# sequence_generator

### Clock wiring as the flow saved it, sequence_generator

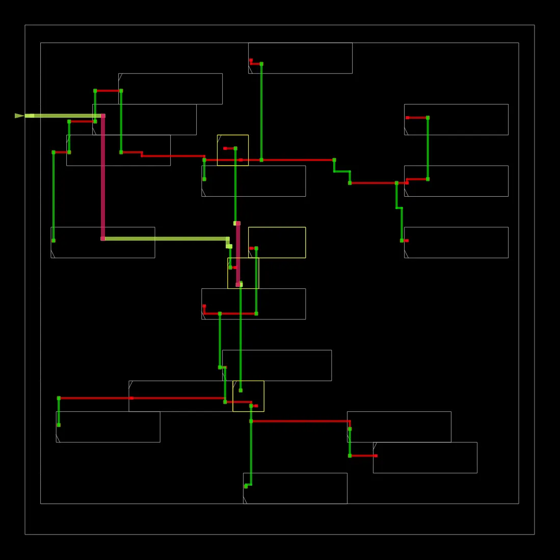

### src/rtl/seqgen_pkg.sv
// -----------------------------------------------------------------------------
// seqgen_pkg
// Shared definitions for the serial pattern transmitter (sequence_generator).
//   - state_t and the FSM state encodings (IDLE, SHIFT, GAP, DONE)
//   - SEQGEN_DEF_PAT : default 4-bit pattern for self-test use
//   - seqgen_busy_cycles() : busy length of one transfer, used by callers that
//     schedule back-to-back transfers
// Optional feature macro: SEQGEN_GAP_EN (inter-repetition gap cycle).
// -----------------------------------------------------------------------------
package seqgen_pkg;

   typedef logic [1:0] state_t;

   localparam state_t IDLE  = 2'b00;
   localparam state_t SHIFT = 2'b01;
   localparam state_t GAP   = 2'b10;
   localparam state_t DONE  = 2'b11;

   localparam logic [3:0] SEQGEN_DEF_PAT = 4'b1011;

   // Number of busy cycles for one transfer of pat_w bits repeated rep+1 times.
   function automatic int seqgen_busy_cycles(input int pat_w, input int rep, input bit gap_en);
      int n;
      n = (rep + 1) * pat_w;
      if (gap_en) begin
         n = n + rep;
      end else begin
         n = n + 0;
      end
      return n;
   endfunction

endpackage : seqgen_pkg

### src/rtl/seqgen_shifter.sv
// -----------------------------------------------------------------------------
// seqgen_shifter
// PAT_W-bit loadable left-shift register with a held copy of the last captured
// pattern, so each repetition can be reloaded without the caller re-supplying
// the pattern.
// Ports:
//   clk      in   clock, rising edge
//   rstn     in   asynchronous active-low reset (clears data and copy)
//   load     in   capture pattern into both the shift register and the copy
//   reload   in   restore the shift register from the held copy
//   shift    in   shift left by one, zero fill
//   pattern  in   PAT_W bits to capture on load
//   msb      out  current MSB of the shift register
// Priority: load > reload > shift > hold.
// -----------------------------------------------------------------------------
module seqgen_shifter #(
   parameter int PAT_W = 4
) (
   input  logic             clk,
   input  logic             rstn,
   input  logic             load,
   input  logic             reload,
   input  logic             shift,
   input  logic [PAT_W-1:0] pattern,
   output logic             msb
);

   logic [PAT_W-1:0] data_r;
   logic [PAT_W-1:0] copy_r;

   // Shift register and pattern copy.
   always_ff @(posedge clk or negedge rstn) begin
      if (!rstn) begin
         data_r <= {PAT_W{1'b0}};
         copy_r <= {PAT_W{1'b0}};
      end else if (load) begin
         data_r <= pattern;
         copy_r <= pattern;
      end else if (reload) begin
         data_r <= copy_r;
         copy_r <= copy_r;
      end else if (shift) begin
         data_r <= {data_r[PAT_W-2:0], 1'b0};
         copy_r <= copy_r;
      end else begin
         data_r <= data_r;
         copy_r <= copy_r;
      end
   end

   assign msb = data_r[PAT_W-1];

endmodule : seqgen_shifter

### src/rtl/sequence_generator.sv
// -----------------------------------------------------------------------------
// sequence_generator
// Serial pattern transmitter. On a start strobe in IDLE it captures pattern and
// repeat_n, then sends the pattern MSB-first, one bit per clock, repeat_n+1
// times. busy covers the whole transfer, done pulses for one cycle afterwards.
// Ports:
//   clk       in   system clock, rising edge
//   rstn      in   asynchronous active-low reset
//   start     in   request strobe, only looked at in IDLE
//   pattern   in   PAT_W bits to send, captured with start
//   repeat_n  in   extra repetitions (0 = send once), captured with start
//   seqout    out  serial data, forced to 0 when valid=0
//   valid     out  seqout carries a pattern bit this cycle
//   busy      out  transfer in progress
//   done      out  one-cycle completion pulse
// Optional feature macro: SEQGEN_GAP_EN -- when defined, one idle cycle
// (valid=0, busy=1) is inserted between repetitions via the GAP state.
// Outputs decode from the state register and shift-register MSB only, so there
// is no combinational path from any input to any output.
// -----------------------------------------------------------------------------
module sequence_generator
   import seqgen_pkg::*;
#(
   parameter int PAT_W = 4,
   parameter int CNT_W = 4
) (
   input  logic             clk,
   input  logic             rstn,
   input  logic             start,
   input  logic [PAT_W-1:0] pattern,
   input  logic [CNT_W-1:0] repeat_n,
   output logic             seqout,
   output logic             valid,
   output logic             busy,
   output logic             done
);

   localparam int               BIT_W    = $clog2(PAT_W);
   localparam logic [BIT_W-1:0] BIT_LAST = BIT_W'(PAT_W - 1);
   localparam logic [BIT_W-1:0] BIT_ONE  = BIT_W'(1'b1);
   localparam logic [BIT_W-1:0] BIT_ZERO = {BIT_W{1'b0}};
   localparam logic [CNT_W-1:0] REP_ONE  = CNT_W'(1'b1);
   localparam logic [CNT_W-1:0] REP_ZERO = {CNT_W{1'b0}};

   state_t           state_r;
   state_t           state_s;
   logic [BIT_W-1:0] bit_cnt_r;
   logic [CNT_W-1:0] rep_cnt_r;

   logic load_s;
   logic reload_s;
   logic shift_s;
   logic msb_s;

   seqgen_shifter #(
      .PAT_W (PAT_W)
   ) u_shifter (
      .clk     (clk),
      .rstn    (rstn),
      .load    (load_s),
      .reload  (reload_s),
      .shift   (shift_s),
      .pattern (pattern),
      .msb     (msb_s)
   );

   // FSM state register.
   always_ff @(posedge clk or negedge rstn) begin
      if (!rstn) begin
         state_r <= IDLE;
      end else begin
         state_r <= state_s;
      end
   end

   // Next-state logic and datapath control strobes.
   always_comb begin
      state_s  = state_r;
      load_s   = 1'b0;
      reload_s = 1'b0;
      shift_s  = 1'b0;
      case (state_r)
         IDLE: begin
            if (start) begin
               state_s = SHIFT;
               load_s  = 1'b1;
            end else begin
               state_s = IDLE;
            end
         end
         SHIFT: begin
            if (bit_cnt_r == BIT_ZERO) begin
               // Last bit of a repetition: either finish or rearm from the copy.
               // The final exit leaves the counters at zero rather than wrapping.
               if (rep_cnt_r == REP_ZERO) begin
                  state_s = DONE;
               end else begin
                  reload_s = 1'b1;
`ifdef SEQGEN_GAP_EN
                  state_s  = GAP;
`else
                  state_s  = SHIFT;
`endif
               end
            end else begin
               shift_s = 1'b1;
               state_s = SHIFT;
            end
         end
`ifdef SEQGEN_GAP_EN
         GAP: begin
            state_s = SHIFT;
         end
`endif
         DONE: begin
            state_s = IDLE;
         end
         default: begin
            state_s = IDLE;
         end
      endcase
   end

   // Bit and repeat counters; each reloads or exits at zero, never wraps.
   always_ff @(posedge clk or negedge rstn) begin
      if (!rstn) begin
         bit_cnt_r <= BIT_ZERO;
         rep_cnt_r <= REP_ZERO;
      end else if (load_s) begin
         bit_cnt_r <= BIT_LAST;
         rep_cnt_r <= repeat_n;
      end else if (reload_s) begin
         bit_cnt_r <= BIT_LAST;
         rep_cnt_r <= rep_cnt_r - REP_ONE;
      end else if (shift_s) begin
         bit_cnt_r <= bit_cnt_r - BIT_ONE;
         rep_cnt_r <= rep_cnt_r;
      end else begin
         bit_cnt_r <= bit_cnt_r;
         rep_cnt_r <= rep_cnt_r;
      end
   end

   // Output decode from the state register; unknown encodings drive all zeros.
   always_comb begin
      seqout = 1'b0;
      valid  = 1'b0;
      busy   = 1'b0;
      done   = 1'b0;
      case (state_r)
         IDLE: begin
            seqout = 1'b0;
         end
         SHIFT: begin
            seqout = msb_s;
            valid  = 1'b1;
            busy   = 1'b1;
         end
`ifdef SEQGEN_GAP_EN
         GAP: begin
            busy = 1'b1;
         end
`endif
         DONE: begin
            done = 1'b1;
         end
         default: begin
            seqout = 1'b0;
         end
      endcase
   end

endmodule : sequence_generator
### config.mk
export PLATFORM = sky130hd
export DESIGN_NAME = sequence_generator
export DESIGN_NICKNAME = d
export VERILOG_FILES = /design/src/rtl/seqgen_pkg.sv /design/src/rtl/seqgen_shifter.sv /design/src/rtl/sequence_generator.sv
export SDC_FILE = /design/constraint.sdc
export NUM_CORES = 1
export LEC_CHECK = 0
export CAP_MARGIN = 0
export CORE_MARGIN = 1
export CORE_UTILIZATION = 45
export DETAILED_ROUTE_END_ITERATION = 8
export GPL_TIMING_DRIVEN = 0
export HOLD_SLACK_MARGIN = 0.08
export PLACE_DENSITY = 0.77
export SLEW_MARGIN = 20
export SYNTH_ARGS = -nofsm -noshare
export SYNTH_HDL_FRONTEND = slang
export SYNTH_SLANG_ARGS = --single-unit
### constraint.sdc
create_clock -name clk -period 1.8 [get_ports clk]
set_clock_uncertainty 0.05 [all_clocks]
set_input_delay 0.36 -clock clk [delete_from_list [all_inputs] [get_ports clk]]
set_output_delay 0.36 -clock clk [all_outputs]
set_load 0.02 [all_outputs]
# mem_stage

**config.mk**
```make
export PLATFORM = sky130hd
export DESIGN_NAME = mem_stage
export DESIGN_NICKNAME = d
export VERILOG_FILES = /design/src/rtl/mem_stage_pkg.sv /design/src/rtl/mem_load_align.sv /design/src/rtl/mem_stage.sv
export SDC_FILE = /design/constraint.sdc
export NUM_CORES = 1
export LEC_CHECK = 0
export CAP_MARGIN = 0
export CORE_MARGIN = 10
export CORE_UTILIZATION = 32
export CTS_CLUSTER_DIAMETER = 150
export DETAILED_ROUTE_END_ITERATION = 10
export GPL_TIMING_DRIVEN = 0
export PLACE_DENSITY = 0.59
export SLEW_MARGIN = 10
export SYNTH_ARGS = -nofsm -noshare
export SYNTH_HDL_FRONTEND = slang
export SYNTH_SLANG_ARGS = --single-unit
```
**constraint.sdc**
```tcl
create_clock -name clk -period 4.8 [get_ports clk]
set_input_delay 0.96 -clock clk [delete_from_list [all_inputs] [get_ports clk]]
set_output_delay 0.96 -clock clk [all_outputs]
set_load 0.05 [all_outputs]
```
**src/rtl/mem_stage_pkg.sv**
```systemverilog
// Shared definitions for the MEM stage: opcodes, funct3 codes and the stage FSM states.
package mem_stage_pkg;

    localparam logic [6:0] OPC_LOAD  = 7'b0000011;
    localparam logic [6:0] OPC_STORE = 7'b0100011;

    localparam logic [2:0] F3_B  = 3'b000;
    localparam logic [2:0] F3_H  = 3'b001;
    localparam logic [2:0] F3_W  = 3'b010;
    localparam logic [2:0] F3_BU = 3'b100;
    localparam logic [2:0] F3_HU = 3'b101;

    typedef enum logic [1:0] {
        GET_INSTR  = 2'd0,
        MEM_ACCESS = 2'd1,
        GIVE_INSTR = 2'd2
    } mem_state_t;

    // Stores only have SB/SH/SW encodings; LHU shares the half-word rule with LH.
    function automatic logic is_misaligned(input logic is_store, input logic [2:0] f3,
                                           input logic [1:0] addr_lo);
        logic mis;
        mis = 1'b0;
        if (f3 == F3_W)
            mis = (addr_lo != 2'b00);
        else if (f3 == F3_H || (!is_store && f3 == F3_HU))
            mis = addr_lo[0];
        return mis;
    endfunction

endpackage

```
**src/rtl/mem_load_align.sv**
```systemverilog
// Load data extraction: picks the byte/half lane out of the read word and extends it.
module mem_load_align
    import mem_stage_pkg::*;
(
    input  logic [31:0] rdata,
    input  logic [1:0]  addr_lo,
    input  logic [2:0]  funct3,
    output logic [31:0] data
);

    logic [7:0]  byte_v;
    logic [15:0] half_v;

    always_comb begin
        byte_v = rdata[{addr_lo, 3'b000} +: 8];
        half_v = addr_lo[1] ? rdata[31:16] : rdata[15:0];
        case (funct3)
            F3_B:    data = {{24{byte_v[7]}}, byte_v};
            F3_BU:   data = {24'h0, byte_v};
            F3_H:    data = {{16{half_v[15]}}, half_v};
            F3_HU:   data = {16'h0, half_v};
            default: data = rdata;
        endcase
    end

endmodule

```
**src/rtl/mem_stage.sv**
```systemverilog
// MEM pipeline stage: single-entry load/store stage between EX and WB.
// Optional MEM_MISALIGN_CHECK_EN: misaligned half/word accesses skip memory and return 0.
//
// state      | meaning
// GET_INSTR  | empty, offering get to EX
// MEM_ACCESS | request held on the data-memory port until ack
// GIVE_INSTR | result valid toward WB until WB takes it
module mem_stage
    import mem_stage_pkg::*;
#(
    parameter int BITSIZE = 32
) (
    input  logic                 clk,
    input  logic                 reset_i,
    output logic                 MEM_EX_get_o,
    input  logic                 EX_MEM_give_i,
    input  logic [31:0]          EX_MEM_instruction_i,
    input  logic [BITSIZE-1:0]   EX_MEM_result_i,
    input  logic [BITSIZE-1:0]   EX_MEM_rs2_i,
    input  logic                 WB_MEM_get_i,
    output logic                 MEM_WB_give_o,
    output logic [31:0]          MEM_WB_instruction_o,
    output logic [BITSIZE-1:0]   MEM_WB_data_o,
    output logic                 MEM_req_o,
    output logic                 MEM_we_o,
    output logic [31:0]          MEM_addr_o,
    output logic [BITSIZE/8-1:0] MEM_be_o,
    output logic [BITSIZE-1:0]   MEM_wdata_o,
    input  logic [BITSIZE-1:0]   MEM_rdata_i,
    input  logic                 MEM_ack_i,
    output logic                 misalign_o
);

    mem_state_t         state_q, state_d;
    logic [31:0]        instr_q;
    logic [BITSIZE-1:0] result_q, rs2_q, data_q;
    logic [BITSIZE-1:0] load_data;
    logic               in_mem_op, in_store, in_mis;
    logic               held_load, held_store;
    logic [2:0]         held_f3;

    assign in_mem_op  = (EX_MEM_instruction_i[6:0] == OPC_LOAD) ||
                        (EX_MEM_instruction_i[6:0] == OPC_STORE);
    assign in_store   = (EX_MEM_instruction_i[6:0] == OPC_STORE);
    assign held_load  = (instr_q[6:0] == OPC_LOAD);
    assign held_store = (instr_q[6:0] == OPC_STORE);
    assign held_f3    = instr_q[14:12];

`ifdef MEM_MISALIGN_CHECK_EN
    logic misalign_q;
    assign in_mis = in_mem_op &&
                    is_misaligned(in_store, EX_MEM_instruction_i[14:12], EX_MEM_result_i[1:0]);
    assign misalign_o = misalign_q;

    always_ff @(posedge clk) begin
        if (reset_i)
            misalign_q <= 1'b0;
        else
            misalign_q <= (state_q == GET_INSTR) && EX_MEM_give_i && in_mis;
    end
`else
    assign in_mis     = 1'b0;
    assign misalign_o = 1'b0;
`endif

    mem_load_align u_load_align (
        .rdata   (MEM_rdata_i),
        .addr_lo (result_q[1:0]),
        .funct3  (held_f3),
        .data    (load_data)
    );

    always_ff @(posedge clk) begin
        if (reset_i)
            state_q <= GET_INSTR;
        else
            state_q <= state_d;
    end

    always_comb begin
        state_d = state_q;
        case (state_q)
            GET_INSTR:
                if (EX_MEM_give_i)
                    state_d = (in_mem_op && !in_mis) ? MEM_ACCESS : GIVE_INSTR;
            MEM_ACCESS:
                if (MEM_ack_i)
                    state_d = GIVE_INSTR;
            GIVE_INSTR:
                if (WB_MEM_get_i)
                    state_d = GET_INSTR;
            default:
                state_d = GET_INSTR;
        endcase
    end

    always_ff @(posedge clk) begin
        if (reset_i) begin
            instr_q  <= '0;
            result_q <= '0;
            rs2_q    <= '0;
            data_q   <= '0;
        end else begin
            if (state_q == GET_INSTR && EX_MEM_give_i) begin
                instr_q  <= EX_MEM_instruction_i;
                result_q <= EX_MEM_result_i;
                rs2_q    <= EX_MEM_rs2_i;
                data_q   <= in_mis ? '0 : EX_MEM_result_i;
            end else if (state_q == MEM_ACCESS && MEM_ack_i) begin
                data_q   <= held_load ? load_data : result_q;
            end
        end
    end

    // Address/lane outputs come only from held registers, so they stay stable through the request.
    always_comb begin
        MEM_EX_get_o  = (state_q == GET_INSTR);
        MEM_req_o     = (state_q == MEM_ACCESS);
        MEM_WB_give_o = (state_q == GIVE_INSTR);
        MEM_we_o      = (state_q == MEM_ACCESS) && held_store;
        MEM_addr_o    = {result_q[31:2], 2'b00};
        MEM_be_o      = 4'hF;
        MEM_wdata_o   = rs2_q;
        if (held_store) begin
            case (held_f3)
                F3_B: begin
                    MEM_be_o    = 4'b0001 << result_q[1:0];
                    MEM_wdata_o = {4{rs2_q[7:0]}};
                end
                F3_H: begin
                    MEM_be_o    = 4'b0011 << {result_q[1], 1'b0};
                    MEM_wdata_o = {2{rs2_q[15:0]}};
                end
                default: begin
                    MEM_be_o    = 4'hF;
                    MEM_wdata_o = rs2_q;
                end
            endcase
        end
    end

    assign MEM_WB_instruction_o = instr_q;
    assign MEM_WB_data_o        = data_q;

endmodule

```
# ps2_scan_decoder

<file path="config.mk">
export PLATFORM = sky130hd
export DESIGN_NAME = ps2_scan_decoder
export DESIGN_NICKNAME = d
export VERILOG_FILES = /design/src/rtl/ps2_scan_decoder_pkg.sv /design/src/rtl/ps2_scan_decoder_seq_timeout.sv /design/src/rtl/ps2_scan_decoder.sv
export SDC_FILE = /design/constraint.sdc
export NUM_CORES = 1
export LEC_CHECK = 0
export ABC_AREA = 1
export ABC_CLOCK_PERIOD_IN_PS = 2800
export CAP_MARGIN = 10
export CORE_UTILIZATION = 45
export CTS_CLUSTER_DIAMETER = 50
export DETAILED_ROUTE_END_ITERATION = 12
export PLACE_DENSITY = 0.67
export SLEW_MARGIN = 20
export SYNTH_ARGS = -nofsm -noshare
export SYNTH_HDL_FRONTEND = slang
export SYNTH_SLANG_ARGS = --single-unit
</file>
<file path="constraint.sdc">
create_clock -name clk -period 2.8 [get_ports clk]
set_clock_uncertainty 0.2 [all_clocks]
set_input_delay 0.7 -clock clk [delete_from_list [all_inputs] [get_ports clk]]
set_output_delay 0.7 -clock clk [all_outputs]
set_load 0.005 [all_outputs]
</file>
<file path="src/rtl/ps2_scan_decoder_pkg.sv">
// ps2_scan_decoder_pkg: shared constants, FSM state type and byte
// classification helpers for the PS/2 Set-2 scan-code decoder.
package ps2_scan_decoder_pkg;

  localparam logic [7:0] PS2_EXT  = 8'hE0;  // extended-key prefix
  localparam logic [7:0] PS2_BRK  = 8'hF0;  // break (release) prefix
  localparam logic [7:0] PS2_BAT  = 8'hAA;  // self-test passed
  localparam logic [7:0] PS2_ACK  = 8'hFA;  // command acknowledge
  localparam logic [7:0] PS2_RSND = 8'hFE;  // resend request
  localparam logic [7:0] PS2_OVR0 = 8'h00;  // keyboard buffer overrun
  localparam logic [7:0] PS2_OVR1 = 8'hFF;  // keyboard buffer overrun

  typedef enum logic [1:0] {
    ST_IDLE    = 2'd0,
    ST_EXT     = 2'd1,
    ST_BRK     = 2'd2,
    ST_EXT_BRK = 2'd3
  } ps2_state_t;

  function automatic logic is_prefix(input logic [7:0] b);
    return (b == PS2_EXT) || (b == PS2_BRK);
  endfunction

  function automatic logic is_overrun(input logic [7:0] b);
    return (b == PS2_OVR0) || (b == PS2_OVR1);
  endfunction

  // Keyboard status/response bytes; only meaningful at a sequence start.
  function automatic logic is_status(input logic [7:0] b);
    return (b == PS2_BAT) || (b == PS2_ACK) || (b == PS2_RSND);
  endfunction

endpackage

</file>
<file path="src/rtl/ps2_scan_decoder_seq_timeout.sv">
// ps2_seq_timeout: inter-byte watchdog for multi-byte scan sequences.
// Ports:
//   clk, rst_n : clock, asynchronous active-low reset
//   run        : a sequence is in progress (decoder not idle)
//   clear      : a byte was accepted; restart the count
//   expire     : combinational; high during the cycle the count reaches
//                TIMEOUT_CYCLES-1 while running
module ps2_seq_timeout #(
  parameter int TIMEOUT_CYCLES = 100000,
  parameter int CNT_W          = 17
) (
  input  logic clk,
  input  logic rst_n,
  input  logic run,
  input  logic clear,
  output logic expire
);

  localparam logic [CNT_W-1:0] LAST = CNT_W'(TIMEOUT_CYCLES - 1);

  logic [CNT_W-1:0] count;

  assign expire = run && (count == LAST);

  // Clearing on expiry leaves the counter at zero for the next sequence.
  always_ff @(posedge clk or negedge rst_n) begin
    if (!rst_n) begin
      count <= '0;
    end else if (clear || expire) begin
      count <= '0;
    end else if (run) begin
      count <= count + 1'b1;
    end
  end

endmodule

</file>
<file path="src/rtl/ps2_scan_decoder.sv">
// ps2_scan_decoder: assembles PS/2 Set-2 byte sequences (plain, E0, F0,
// E0 F0) into single key events, tracks the held key, flags typematic
// repeats and keeps the last two distinct make codes for display.
// Ports:
//   clk, rst_n                  : clock, asynchronous active-low reset
//   byte_in/byte_valid/byte_err : received byte, one-cycle strobe, frame error
//   evt_valid                   : one-cycle strobe, evt_* fields registered
//   evt_code/ext/break/repeat/err : event contents (evt_code=00 on error)
//   key_held, held_code, held_ext : currently / last held key
//   disp_code0, disp_code1      : newest and previous distinct make codes
// Handshake: byte_valid is a single-cycle strobe with no back-pressure; the
// decoder accepts every strobe except one that coincides with a timeout.
// evt_valid is likewise a one-cycle strobe with no ready.
module ps2_scan_decoder
  import ps2_scan_decoder_pkg::*;
#(
  parameter int TIMEOUT_CYCLES = 100000,
  parameter int CNT_W          = 17
) (
  input  logic       clk,
  input  logic       rst_n,
  input  logic [7:0] byte_in,
  input  logic       byte_valid,
  input  logic       byte_err,
  output logic       evt_valid,
  output logic [7:0] evt_code,
  output logic       evt_ext,
  output logic       evt_break,
  output logic       evt_repeat,
  output logic       evt_err,
  output logic       key_held,
  output logic [7:0] held_code,
  output logic       held_ext,
  output logic [7:0] disp_code0,
  output logic [7:0] disp_code1
);

  ps2_state_t state, next_state;
  logic       expire;
  logic       accept;
  logic       fire, f_err, f_ext, f_brk, f_rep, match;

  // A strobe landing on the expiry cycle is dropped.
  assign accept = byte_valid && !expire;

  ps2_seq_timeout #(
    .TIMEOUT_CYCLES(TIMEOUT_CYCLES),
    .CNT_W         (CNT_W)
  ) u_timeout (
    .clk   (clk),
    .rst_n (rst_n),
    .run   (state != ST_IDLE),
    .clear (accept),
    .expire(expire)
  );

  // Sequence decode: next state and the kind of event (if any) to emit.
  always_comb begin
    next_state = state;
    fire       = 1'b0;
    f_err      = 1'b0;
    f_ext      = 1'b0;
    f_brk      = 1'b0;
    if (expire) begin
      next_state = ST_IDLE;
      fire       = 1'b1;
      f_err      = 1'b1;
    end else if (byte_valid) begin
      if (byte_err || is_overrun(byte_in)) begin
        next_state = ST_IDLE;
        fire       = 1'b1;
        f_err      = 1'b1;
      end else begin
        case (state)
          ST_IDLE: begin
            if (byte_in == PS2_EXT)      next_state = ST_EXT;
            else if (byte_in == PS2_BRK) next_state = ST_BRK;
            else if (!is_status(byte_in)) fire = 1'b1;
          end
          ST_EXT: begin
            if (byte_in == PS2_BRK) begin
              next_state = ST_EXT_BRK;
            end else if (byte_in != PS2_EXT) begin
              next_state = ST_IDLE;
              fire       = 1'b1;
              f_ext      = 1'b1;
            end
          end
          ST_BRK: begin
            next_state = ST_IDLE;
            fire       = 1'b1;
            f_err      = is_prefix(byte_in);
            f_brk      = !is_prefix(byte_in);
          end
          default: begin  // ST_EXT_BRK
            next_state = ST_IDLE;
            fire       = 1'b1;
            f_err      = is_prefix(byte_in);
            f_ext      = !is_prefix(byte_in);
            f_brk      = !is_prefix(byte_in);
          end
        endcase
      end
    end
  end

  assign match = (f_ext == held_ext) && (byte_in == held_code);
  assign f_rep = fire && !f_err && !f_brk && key_held && match;

  always_ff @(posedge clk or negedge rst_n) begin
    if (!rst_n) begin
      state      <= ST_IDLE;
      evt_valid  <= 1'b0;
      evt_code   <= 8'h00;
      evt_ext    <= 1'b0;
      evt_break  <= 1'b0;
      evt_repeat <= 1'b0;
      evt_err    <= 1'b0;
      key_held   <= 1'b0;
      held_code  <= 8'h00;
      held_ext   <= 1'b0;
      disp_code0 <= 8'h00;
      disp_code1 <= 8'h00;
    end else begin
      state     <= next_state;
      evt_valid <= fire;
      if (fire) begin
        evt_code   <= f_err ? 8'h00 : byte_in;
        evt_ext    <= f_ext;
        evt_break  <= f_brk;
        evt_repeat <= f_rep;
        evt_err    <= f_err;
        if (!f_err) begin
          if (f_brk) begin
            // Only the release of the held key clears it; held_* stay for display.
            if (match) key_held <= 1'b0;
          end else if (!f_rep) begin
            key_held  <= 1'b1;
            held_code <= byte_in;
            held_ext  <= f_ext;
            if (byte_in != disp_code0) begin
              disp_code1 <= disp_code0;
              disp_code0 <= byte_in;
            end
          end
        end
      end
    end
  end

endmodule

</file>
# svc_rv_lsu_ctrl

**src/rtl/svc_rv_lsu_ctrl.sv**
```systemverilog
// svc_rv_lsu_ctrl: load/store sequencer between the RV execute stage and a single-port data memory.
// Latency: request accepted in cycle 0, mem_valid in cycle 1, load response no earlier than cycle 3.
// Backpressure: one access in flight; mem_* held until mem_ready, rsp_* held until rsp_ready.
// Optional: define SVC_RV_LSU_MISALIGN_TRAP_EN to fault misaligned accesses instead of issuing them.
module svc_rv_lsu_ctrl #(
  parameter int XLEN = 32
) (
  input  logic            clk,
  input  logic            rst,
  input  logic            req_valid,
  output logic            req_ready,
  input  logic            req_we,
  input  logic [2:0]      req_funct3,
  input  logic [XLEN-1:0] req_addr,
  input  logic [XLEN-1:0] req_wdata,
  output logic            mem_valid,
  input  logic            mem_ready,
  output logic [XLEN-1:0] mem_addr,
  output logic            mem_we,
  output logic [3:0]      mem_wstrb,
  output logic [XLEN-1:0] mem_wdata,
  input  logic            mem_rvalid,
  input  logic [XLEN-1:0] mem_rdata,
  output logic            rsp_valid,
  input  logic            rsp_ready,
  output logic [XLEN-1:0] rsp_data,
  output logic            rsp_fault
);

  // Lane arithmetic below assumes a 4-byte word.
  if (XLEN != 32) begin : g_xlen_check
    $error("svc_rv_lsu_ctrl: only XLEN=32 is supported");
  end

  localparam logic [2:0] F3_B  = 3'b000;
  localparam logic [2:0] F3_H  = 3'b001;
  localparam logic [2:0] F3_W  = 3'b010;
  localparam logic [2:0] F3_BU = 3'b100;
  localparam logic [2:0] F3_HU = 3'b101;

  typedef enum logic [1:0] {
    S_IDLE = 2'd0,
    S_REQ  = 2'd1,
    S_WAIT = 2'd2,
    S_RESP = 2'd3
  } state_t;

  state_t          r_state;
  state_t          w_next;

  logic            r_req_ready;
  logic            r_mem_valid;
  logic            r_rsp_valid;
  logic [2:0]      r_funct3;
  logic [1:0]      r_addr_lo;
  logic [XLEN-1:0] r_mem_addr;
  logic            r_mem_we;
  logic [3:0]      r_mem_wstrb;
  logic [XLEN-1:0] r_mem_wdata;
  logic [XLEN-1:0] r_rsp_data;
  logic            r_rsp_fault;

  logic            w_accept;
  logic            w_mem_hs;
  logic            w_rd_hs;
  logic            w_trap;
  logic [3:0]      w_st_strb;
  logic [XLEN-1:0] w_st_data;
  logic [7:0]      w_ld_byte;
  logic [15:0]     w_ld_half;
  logic [XLEN-1:0] w_ld_data;

  // req_ready is a register so it reads 0 throughout reset and the cycle after release.
  assign w_accept = r_req_ready & req_valid;
  assign w_mem_hs = r_mem_valid & mem_ready;
  // Read data is only meaningful while waiting; stray rvalid elsewhere is dropped here.
  assign w_rd_hs  = (r_state == S_WAIT) & mem_rvalid;

`ifdef SVC_RV_LSU_MISALIGN_TRAP_EN
  logic w_misaligned;

  // Half accesses need addr[0]=0, word accesses need addr[1:0]=0.
  always_comb begin
    w_misaligned = 1'b0;
    if (req_funct3 == F3_W) begin
      w_misaligned = (req_addr[1:0] != 2'b00);
    end else if ((req_funct3 == F3_H) || (!req_we && (req_funct3 == F3_HU))) begin
      w_misaligned = req_addr[0];
    end
  end

  assign w_trap = w_misaligned;
`else
  // Misaligned accesses go to memory; low address bits only steer the lanes.
  assign w_trap = 1'b0;
`endif

  // Store lane steering: place right-justified data on every lane, strobe the addressed ones.
  always_comb begin
    w_st_strb = 4'b0000;
    w_st_data = req_wdata;
    case (req_funct3)
      F3_B: begin
        w_st_strb = 4'b0001 << req_addr[1:0];
        w_st_data = {4{req_wdata[7:0]}};
      end
      F3_H: begin
        w_st_strb = req_addr[1] ? 4'b1100 : 4'b0011;
        w_st_data = {2{req_wdata[15:0]}};
      end
      F3_W: begin
        w_st_strb = 4'b1111;
      end
      default: begin
        w_st_strb = 4'b0000;
      end
    endcase
  end

  // Load formatting: pick the addressed byte/half and extend per funct3.
  always_comb begin
    case (r_addr_lo)
      2'd0:    w_ld_byte = mem_rdata[7:0];
      2'd1:    w_ld_byte = mem_rdata[15:8];
      2'd2:    w_ld_byte = mem_rdata[23:16];
      default: w_ld_byte = mem_rdata[31:24];
    endcase
    w_ld_half = r_addr_lo[1] ? mem_rdata[31:16] : mem_rdata[15:0];
    w_ld_data = mem_rdata;
    case (r_funct3)
      F3_B:    w_ld_data = {{(XLEN-8){w_ld_byte[7]}}, w_ld_byte};
      F3_H:    w_ld_data = {{(XLEN-16){w_ld_half[15]}}, w_ld_half};
      F3_W:    w_ld_data = mem_rdata;
      F3_BU:   w_ld_data = {{(XLEN-8){1'b0}}, w_ld_byte};
      F3_HU:   w_ld_data = {{(XLEN-16){1'b0}}, w_ld_half};
      default: w_ld_data = mem_rdata;
    endcase
  end

  // Next-state logic for the single-outstanding access sequence.
  always_comb begin
    w_next = r_state;
    case (r_state)
      S_IDLE: begin
        if (w_accept) begin
          w_next = w_trap ? S_RESP : S_REQ;
        end
      end
      S_REQ: begin
        if (w_mem_hs) begin
          w_next = r_mem_we ? S_RESP : S_WAIT;
        end
      end
      S_WAIT: begin
        if (mem_rvalid) begin
          w_next = S_RESP;
        end
      end
      S_RESP: begin
        if (rsp_ready) begin
          w_next = S_IDLE;
        end
      end
      default: begin
        w_next = S_IDLE;
      end
    endcase
  end

  // State register; reset abandons any access immediately.
  always_ff @(posedge clk or posedge rst) begin
    if (rst) begin
      r_state <= S_IDLE;
    end else begin
      r_state <= w_next;
    end
  end

  // Registered handshake flags and access/response payload.
  always_ff @(posedge clk or posedge rst) begin
    if (rst) begin
      r_req_ready <= 1'b0;
      r_mem_valid <= 1'b0;
      r_rsp_valid <= 1'b0;
      r_funct3    <= 3'b000;
      r_addr_lo   <= 2'b00;
      r_mem_addr  <= '0;
      r_mem_we    <= 1'b0;
      r_mem_wstrb <= 4'b0000;
      r_mem_wdata <= '0;
      r_rsp_data  <= '0;
      r_rsp_fault <= 1'b0;
    end else begin
      r_req_ready <= (w_next == S_IDLE);
      r_mem_valid <= (w_next == S_REQ);
      r_rsp_valid <= (w_next == S_RESP);
      if (w_accept) begin
        r_funct3    <= req_funct3;
        r_addr_lo   <= req_addr[1:0];
        r_mem_addr  <= {req_addr[XLEN-1:2], 2'b00};
        r_mem_we    <= req_we;
        r_mem_wstrb <= req_we ? w_st_strb : 4'b0000;
        r_mem_wdata <= req_we ? w_st_data : '0;
        r_rsp_data  <= '0;
        r_rsp_fault <= w_trap;
      end else if (w_rd_hs) begin
        r_rsp_data  <= w_ld_data;
      end
    end
  end

  assign req_ready = r_req_ready;
  assign mem_valid = r_mem_valid;
  assign mem_addr  = r_mem_addr;
  assign mem_we    = r_mem_we;
  assign mem_wstrb = r_mem_wstrb;
  assign mem_wdata = r_mem_wdata;
  assign rsp_valid = r_rsp_valid;
  assign rsp_data  = r_rsp_data;
  assign rsp_fault = r_rsp_fault;

endmodule

```
**config.mk**
```make
export PLATFORM = sky130hd
export DESIGN_NAME = svc_rv_lsu_ctrl
export DESIGN_NICKNAME = d
export VERILOG_FILES = /design/src/rtl/svc_rv_lsu_ctrl.sv
export SDC_FILE = /design/constraint.sdc
export NUM_CORES = 1
export LEC_CHECK = 0
export ABC_AREA = 1
export CORE_UTILIZATION = 44
export DETAILED_ROUTE_END_ITERATION = 8
export DONT_BUFFER_PORTS = 1
export GPL_ROUTABILITY_DRIVEN = 0
export HOLD_SLACK_MARGIN = 0.15
export PLACE_DENSITY = 0.61
export SLEW_MARGIN = 0
export SYNTH_ARGS = -nofsm -noshare
export SYNTH_HDL_FRONTEND = slang
export SYNTH_SLANG_ARGS = --single-unit
export TNS_END_PERCENT = 1
```
**constraint.sdc**
```tcl
create_clock -name clk -period 10.07 [get_ports clk]
set_clock_uncertainty 0.2 [all_clocks]
set_input_delay 1.5105 -clock clk [delete_from_list [all_inputs] [get_ports clk]]
set_output_delay 1.5105 -clock clk [all_outputs]
set_load 0.05 [all_outputs]
```
### Nets reached from selected ports, sequence_generator

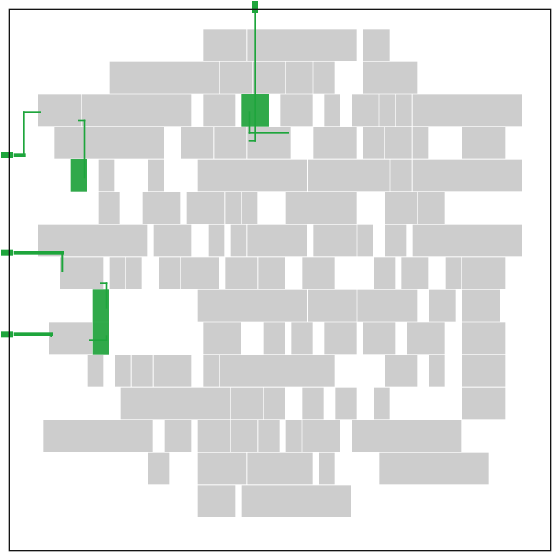
pattern: marked green, bits 4, direction input, edge 3 west, 1 north, end cells 4, buffers 4, wire 39.7 um.

## Picture notes: 'Clock wiring as the flow saved it' of sequence_generator
Latency at later pin: 0.28 ns
Flop Count: 16
P_clk: 236 uW
CLK BUF: 4
CTS sink cnt: 16

==> flow_summary.toml, sequence_generator <==
# implementation run metrics
[hold_path]
holdCritStartpoint = "u_shifter.copy_r[1]$_DFFE_PN0P_"
holdPathEnd = "u_shifter.copy_r[1]$_DFFE_PN0P_"
worstHoldPathCells = 2

[layout]
nFillCells = 155
seq_share_pct = 36.8
mi_logic_area_sq_um = 413
num-nonclk-inverters = 7

[setup_path]
crit_end = "valid"
critPathMaxFanout = 7
cp_slowest_cell = "dfrtp_1"
r2r_end = "bit_cnt_r[0]$_DFFE_PN0P_"
critPathLaunchType = "register"
crit_arrival_ns = 1.33
crit_start = "state_r[1]$_DFF_PN0_"
cp-end-kind = "primary output"

[power_and_ir_drop]
p_leak_uw = 0.000498
pwr_density_cell_nw_per_um2 = 1620
p_comb_uw = 868

[logic_synthesis]
synth_top_cell_by_area = "dfrtp_1"
most_common_cell = "dfrtp_1"
syn-num-nets = 101
top_cell_area_share_pct = 47.9

[sta]
tightestPinTransition_ns = 0.732
max_slew_margin_pct = 51.0
worst_slack_ns = 0.0607
hold_violations = 0

[run_status]
outcome = "completed"

[placement]
dp.cells = 127
place_area_sq_um = 1010
hpwl_mm = 1.23
portBuffers = 14

[floorplan]
io_pins = 15

[clock_tree]
cts_buffers = 3

[grt]
grt_usage_pct = 20.6
grt_max_degree = 17
met2_usage_pct = 31.9

[detailed_routing]
initialDrtViolationCount = 30
wl_per_cell_um = 13.6
firstDrtPassIters = 4
==> sequence_generator: registers in the layout (all words and copies together) (netlist names) <==
name              cells
rep_cnt_r             4
u_shifter.copy_r      4
u_shifter.data_r      4
bit_cnt_r             2
state_r               2
==> sequence_generator: cells by family after synthesis <==
kind of cell | Yosys count | synth area share, %
simple gates | 37 | 25.4
flops | 16 | 47.9
compound gates | 23 | 18.4
buf+inv | 10 | 5.24
fa+ha+maj | 2 | 2.99
### Routed clock nets over the placement, svc_rv_lsu_ctrl

The bar under the picture is 20 um long.
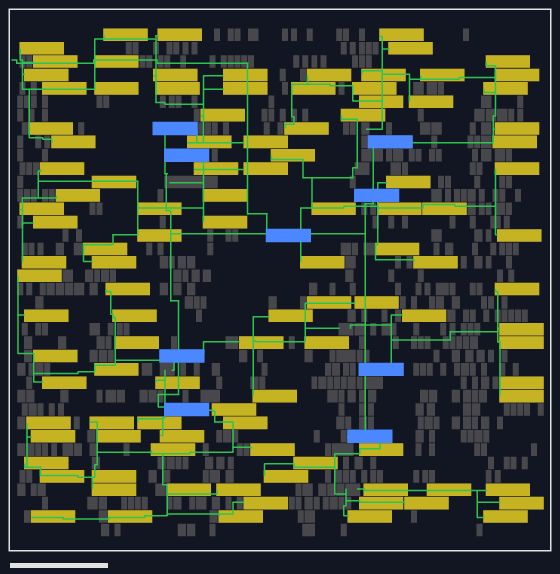
clock wires: marked green, length 1,290 um. cells driving clock nets: marked blue, count 9. flip-flops: marked yellow, count 109.
There are 10 routed clock nets. Position of the flops: widely spread.

==> flow_summary.toml, svc_rv_lsu_ctrl <==
# implementation run metrics
[logic_synthesis]
simple_gate_area_share_pct = 29.9
avgSynthCellArea_sq_um = 7.80
ys_seq_share_pct = 53.4
synth.distinct_cells = 28
ys.flop_type = "dfrtp_1"
ys_sh_adder_pct = 0
yosys_warnings = 0

[power_and_ir_drop]
switching_share_pct = 57.6
powerClk_uw = 360
power_uw = 2300
pwr_density_cell_nw_per_um2 = 425
p_comb_share_pct = 20.5

[hold_path]
holdCritStartpoint = "r_funct3[0]$_DFFE_PP0P_"

[grt]
grt_usage_pct = 21.5

[clock_tree]
clk_path_buf_depth = 2
cts_buffers = 9
post_cts_resized = 0
h-tree-depth = 3

[sta]
worst_slack_ns = 6.58
tightestPinTransition_ns = 1.01
fin_tns_setup_ns = 0

[setup_path]
crit_arrival_ns = 3.58
required_ns = 10.15

[layout]
mostFrequentLayoutCell = "nand2_1"
area_growth_pct = 6.05

[detailed_routing]
vias = 4108
top_layer = "met4"
met1_length_mm = 5.20
routed_wl_mm = 12.9
initialDrtViolationCount = 246
wl_met3_mm = 1.30

[floorplan]
fp_util_pct = 46.1
io_pins = 211

[placement]
dp.cells = 765
portBuffers = 0
place_ws_ns = 6.21

[run_status]
outcome = "completed"
svc_rv_lsu_ctrl: critical path, stage by stage:
cell     delay (ns)
nand2_2        0.03
buf_4          0.62
nand4_2        0.84
a21oi_1        0.42
nand2_2        0.09
nand2_2        0.05
svc_rv_lsu_ctrl: area by class of cell:
cell class                      count  area, sq um
Fill cell                        1116         5660
Inverter                           35          136
Timing Repair Buffer                2         15.0
Tap cell                          140          175
Multi-Input combinational cell    479         2070
Clock inverter                      6         70.1
Clock buffer                       10          229
Sequential cell                   109         2730
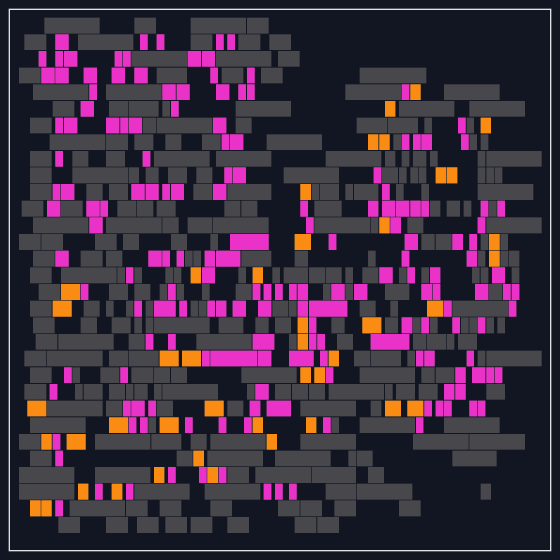
*Selected gate families, ps2_scan_decoder*
inverting AOI/OAI gates: marked orange, cells 43, where widely spread. NAND gates: marked magenta, cells 171, where widely spread.

### Metal layers overlaid, ps2_scan_decoder

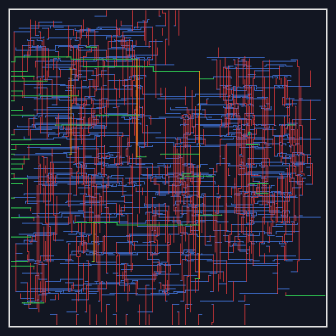
met4: marked orange, wire length 120 um. met2: marked red, wire length 4,020 um. met3: marked green, wire length 320 um. met1: marked blue, wire length 3,570 um.

==> flow_summary.toml, ps2_scan_decoder <==
# implementation run metrics
[layout]
sh_comb_area_pct = 37.4
mostFrequentLayoutCell = "nand2_1"

[sta]
post-route-min-period_ns = 2.58
grt_setup_unrepaired = "false"
setup_viol = 0

[floorplan]
rows = 31

[placement]
routabilityCongestion = 0.869

[run_status]
outcome = "completed"

[logic_synthesis]
most_common_cell = "nand2_1"
ys.flop_type = "dfrtp_1"

[power_and_ir_drop]
pwr_density_cell_nw_per_um2 = 528

[setup_path]
crit_arrival_ns = 2.62
critical_path.top_delay_family = "simple AND/OR/NAND/NOR gates"
crit_start = "byte_in[4]"

[clock_tree]
h-tree-depth = 3
clk_path_buf_depth = 2

[detailed_routing]
initialDrtViolationCount = 109

[grt]
met2_usage_pct = 38.3
use_met1_pct = 29.0

[job]
maxCapViolations = 0
ps2_scan_decoder: power breakdown:
| group | leakage [uW] | internal, uW | total (uW) | switching [uW] |
|---|---|---|---|---|
| combinational | 0.00116 | 290 | 541 | 251 |
| sequential | 0.000755 | 929 | 1020 | 87.8 |
| clock | 0.0000893 | 408 | 752 | 344 |
ps2_scan_decoder: state kept, by name, summed over array words and instances, names as in the netlist:
signal,flops
disp_code0,8
disp_code1,8
evt_break,1
evt_valid,1
held_code,8
state,2
evt_ext,1
u_timeout.count,17
evt_code,8
evt_err,1
evt_repeat,1
held_ext,1
key_held,1
### Metal layers overlaid, mem_stage

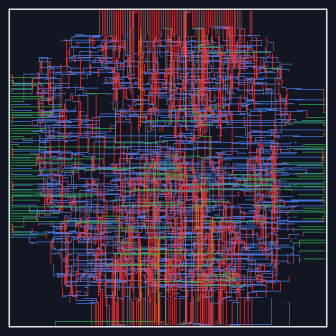
met4: marked orange, wire length 700 um. met3: marked green, wire length 2,490 um. met1: marked blue, wire length 12,300 um. met2: marked red, wire length 13,300 um.

==> flow_summary.toml, mem_stage <==
# implementation run metrics
[power_and_ir_drop]
p_comb_share_pct = 26.0
power-top-group = "clock"
powerClk_uw = 1350
power_uw = 3460
peakVddDrop_mv = 0.262
p_leak_uw = 0.00384
p_seq_uw = 1210
switching_share_pct = 32.7

[logic_synthesis]
edf_count = 0
common_cells = "nand2_1 (291), dfxtp_1 (130), a21oi_1 (113)"
synth.distinct_cells = 52
most_common_cell = "nand2_1"
ys_ff = 130
synth_area_sq_um = 6400
yosys_warnings = 0

[grt]
grt_overflow_total = 0
grt_pass1_wl_mm = 43.2
grt_pass1_vias = 7034

[layout]
mi_logic_area_sq_um = 3200
largest_class = "non-clock buffers"
num-nonclk-inverters = 4
mostFrequentLayoutCell = "nand2_1"

[detailed_routing]
initialDrtViolationCount = 550
avgViaCountPerCell = 5.04
wl_per_cell_um = 20.3
routed_wl_mm = 28.9

[floorplan]
rows = 51
nWellTaps = 265
fp_util_pct = 32.7

[setup_path]
crit_start = "MEM_WB_instruction_o[3]$_SDFFE_PP0P_"
r2r_slack_ns = 2.34
max_stage_delay_ns = 0.74
critical_path.top_delay_family = "buffers and inverters"

[clock_tree]
h-tree-depth = 4
postCtsSetupRepairBufs = 0
cts_sinks = 130
post_cts_resized = 0

[sta]
finClkSkew_ns = 0.0114
max_freq_ghz = 0.234
whs_ns = 0.454
setup_viol = 0

[placement]
routabilityCongestion = 0.890

[run_status]
outcome = "completed"
==> mem_stage: per-layer routing <==
| layer | track usage [%] | share of wire [%] | vias to the layer above |
|---|---|---|---|
| li1 | - | - | 3482 |
| met1 | 26.5 | 43 | 3344 |
| met2 | 34.2 | 46 | 291 |
| met3 | 6.46 | 8.6 | 44 |
| met4 | 8.35 | 2.4 | 0 |
| met5 | 0 | 0 | - |


==> screenshots <==
Nets reached from selected ports.
panel A
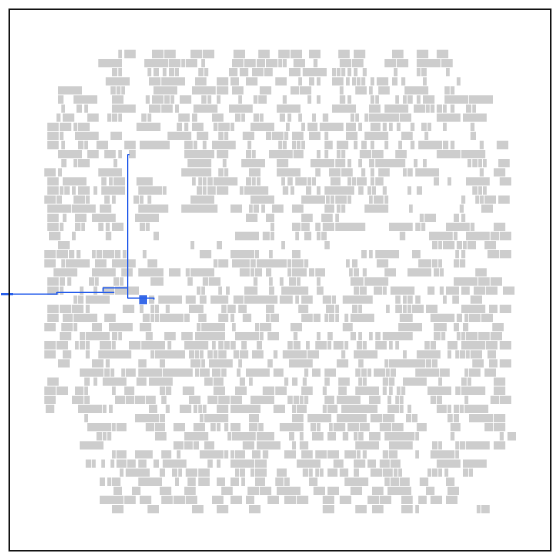
panel B
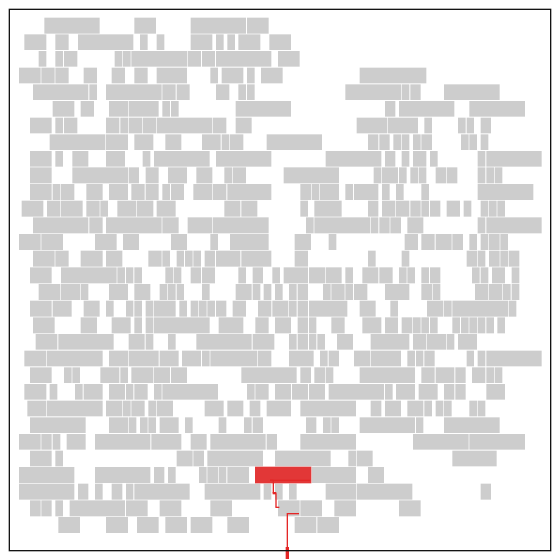
panel C
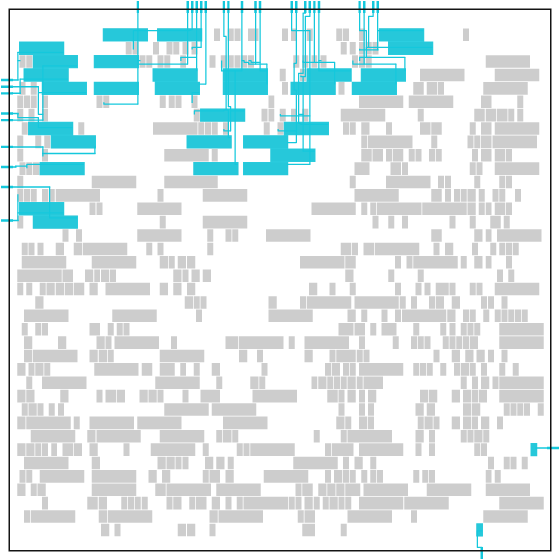
Of these, most cells: panel A
| picture | from |
|---|---|
| panel C | svc_rv_lsu_ctrl |
| panel A | mem_stage |
| panel B | ps2_scan_decoder |

Key to panel C:
mem_addr: marked cyan, bits 32, direction output, edge 21 north, 9 west, 1 south, 1 east, end cells 32, buffers 0, wire 695 um.


## Gallery

Clock wiring as the flow saved it.
shot_01.png
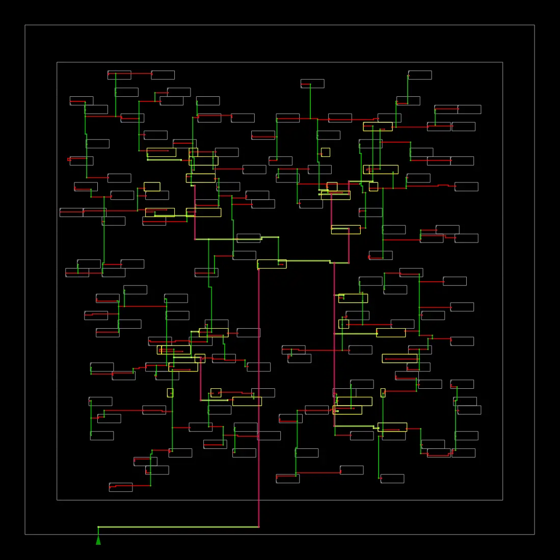
shot_02.png
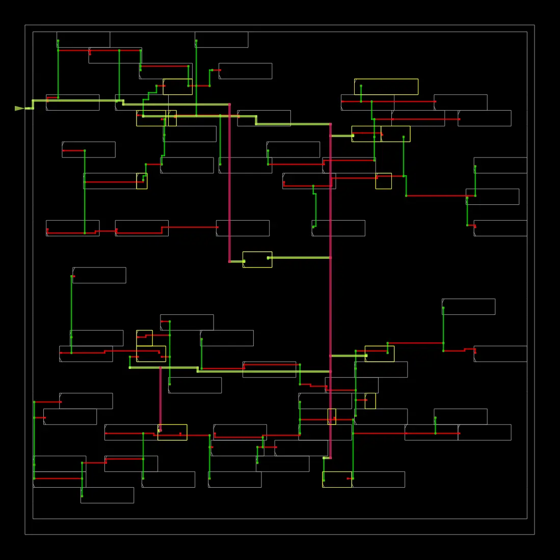
shot_03.png
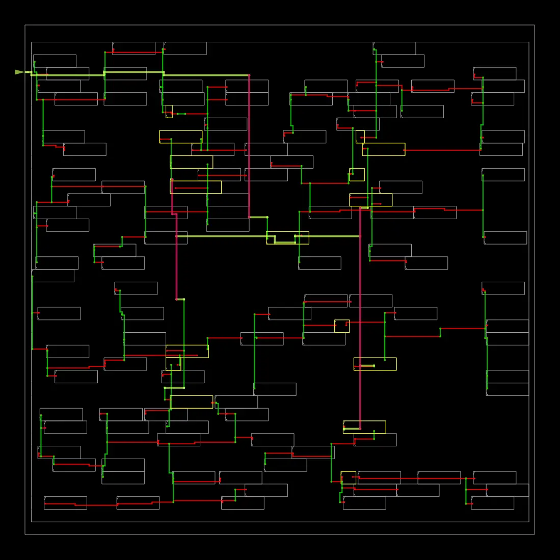
Of these, most sequential cells: shot_01.png
Of these, most clock buffers: shot_01.png
- shot_03.png = svc_rv_lsu_ctrl
- shot_01.png = mem_stage
- shot_02.png = ps2_scan_decoder

Power is estimated from default activity; no workload was simulated.
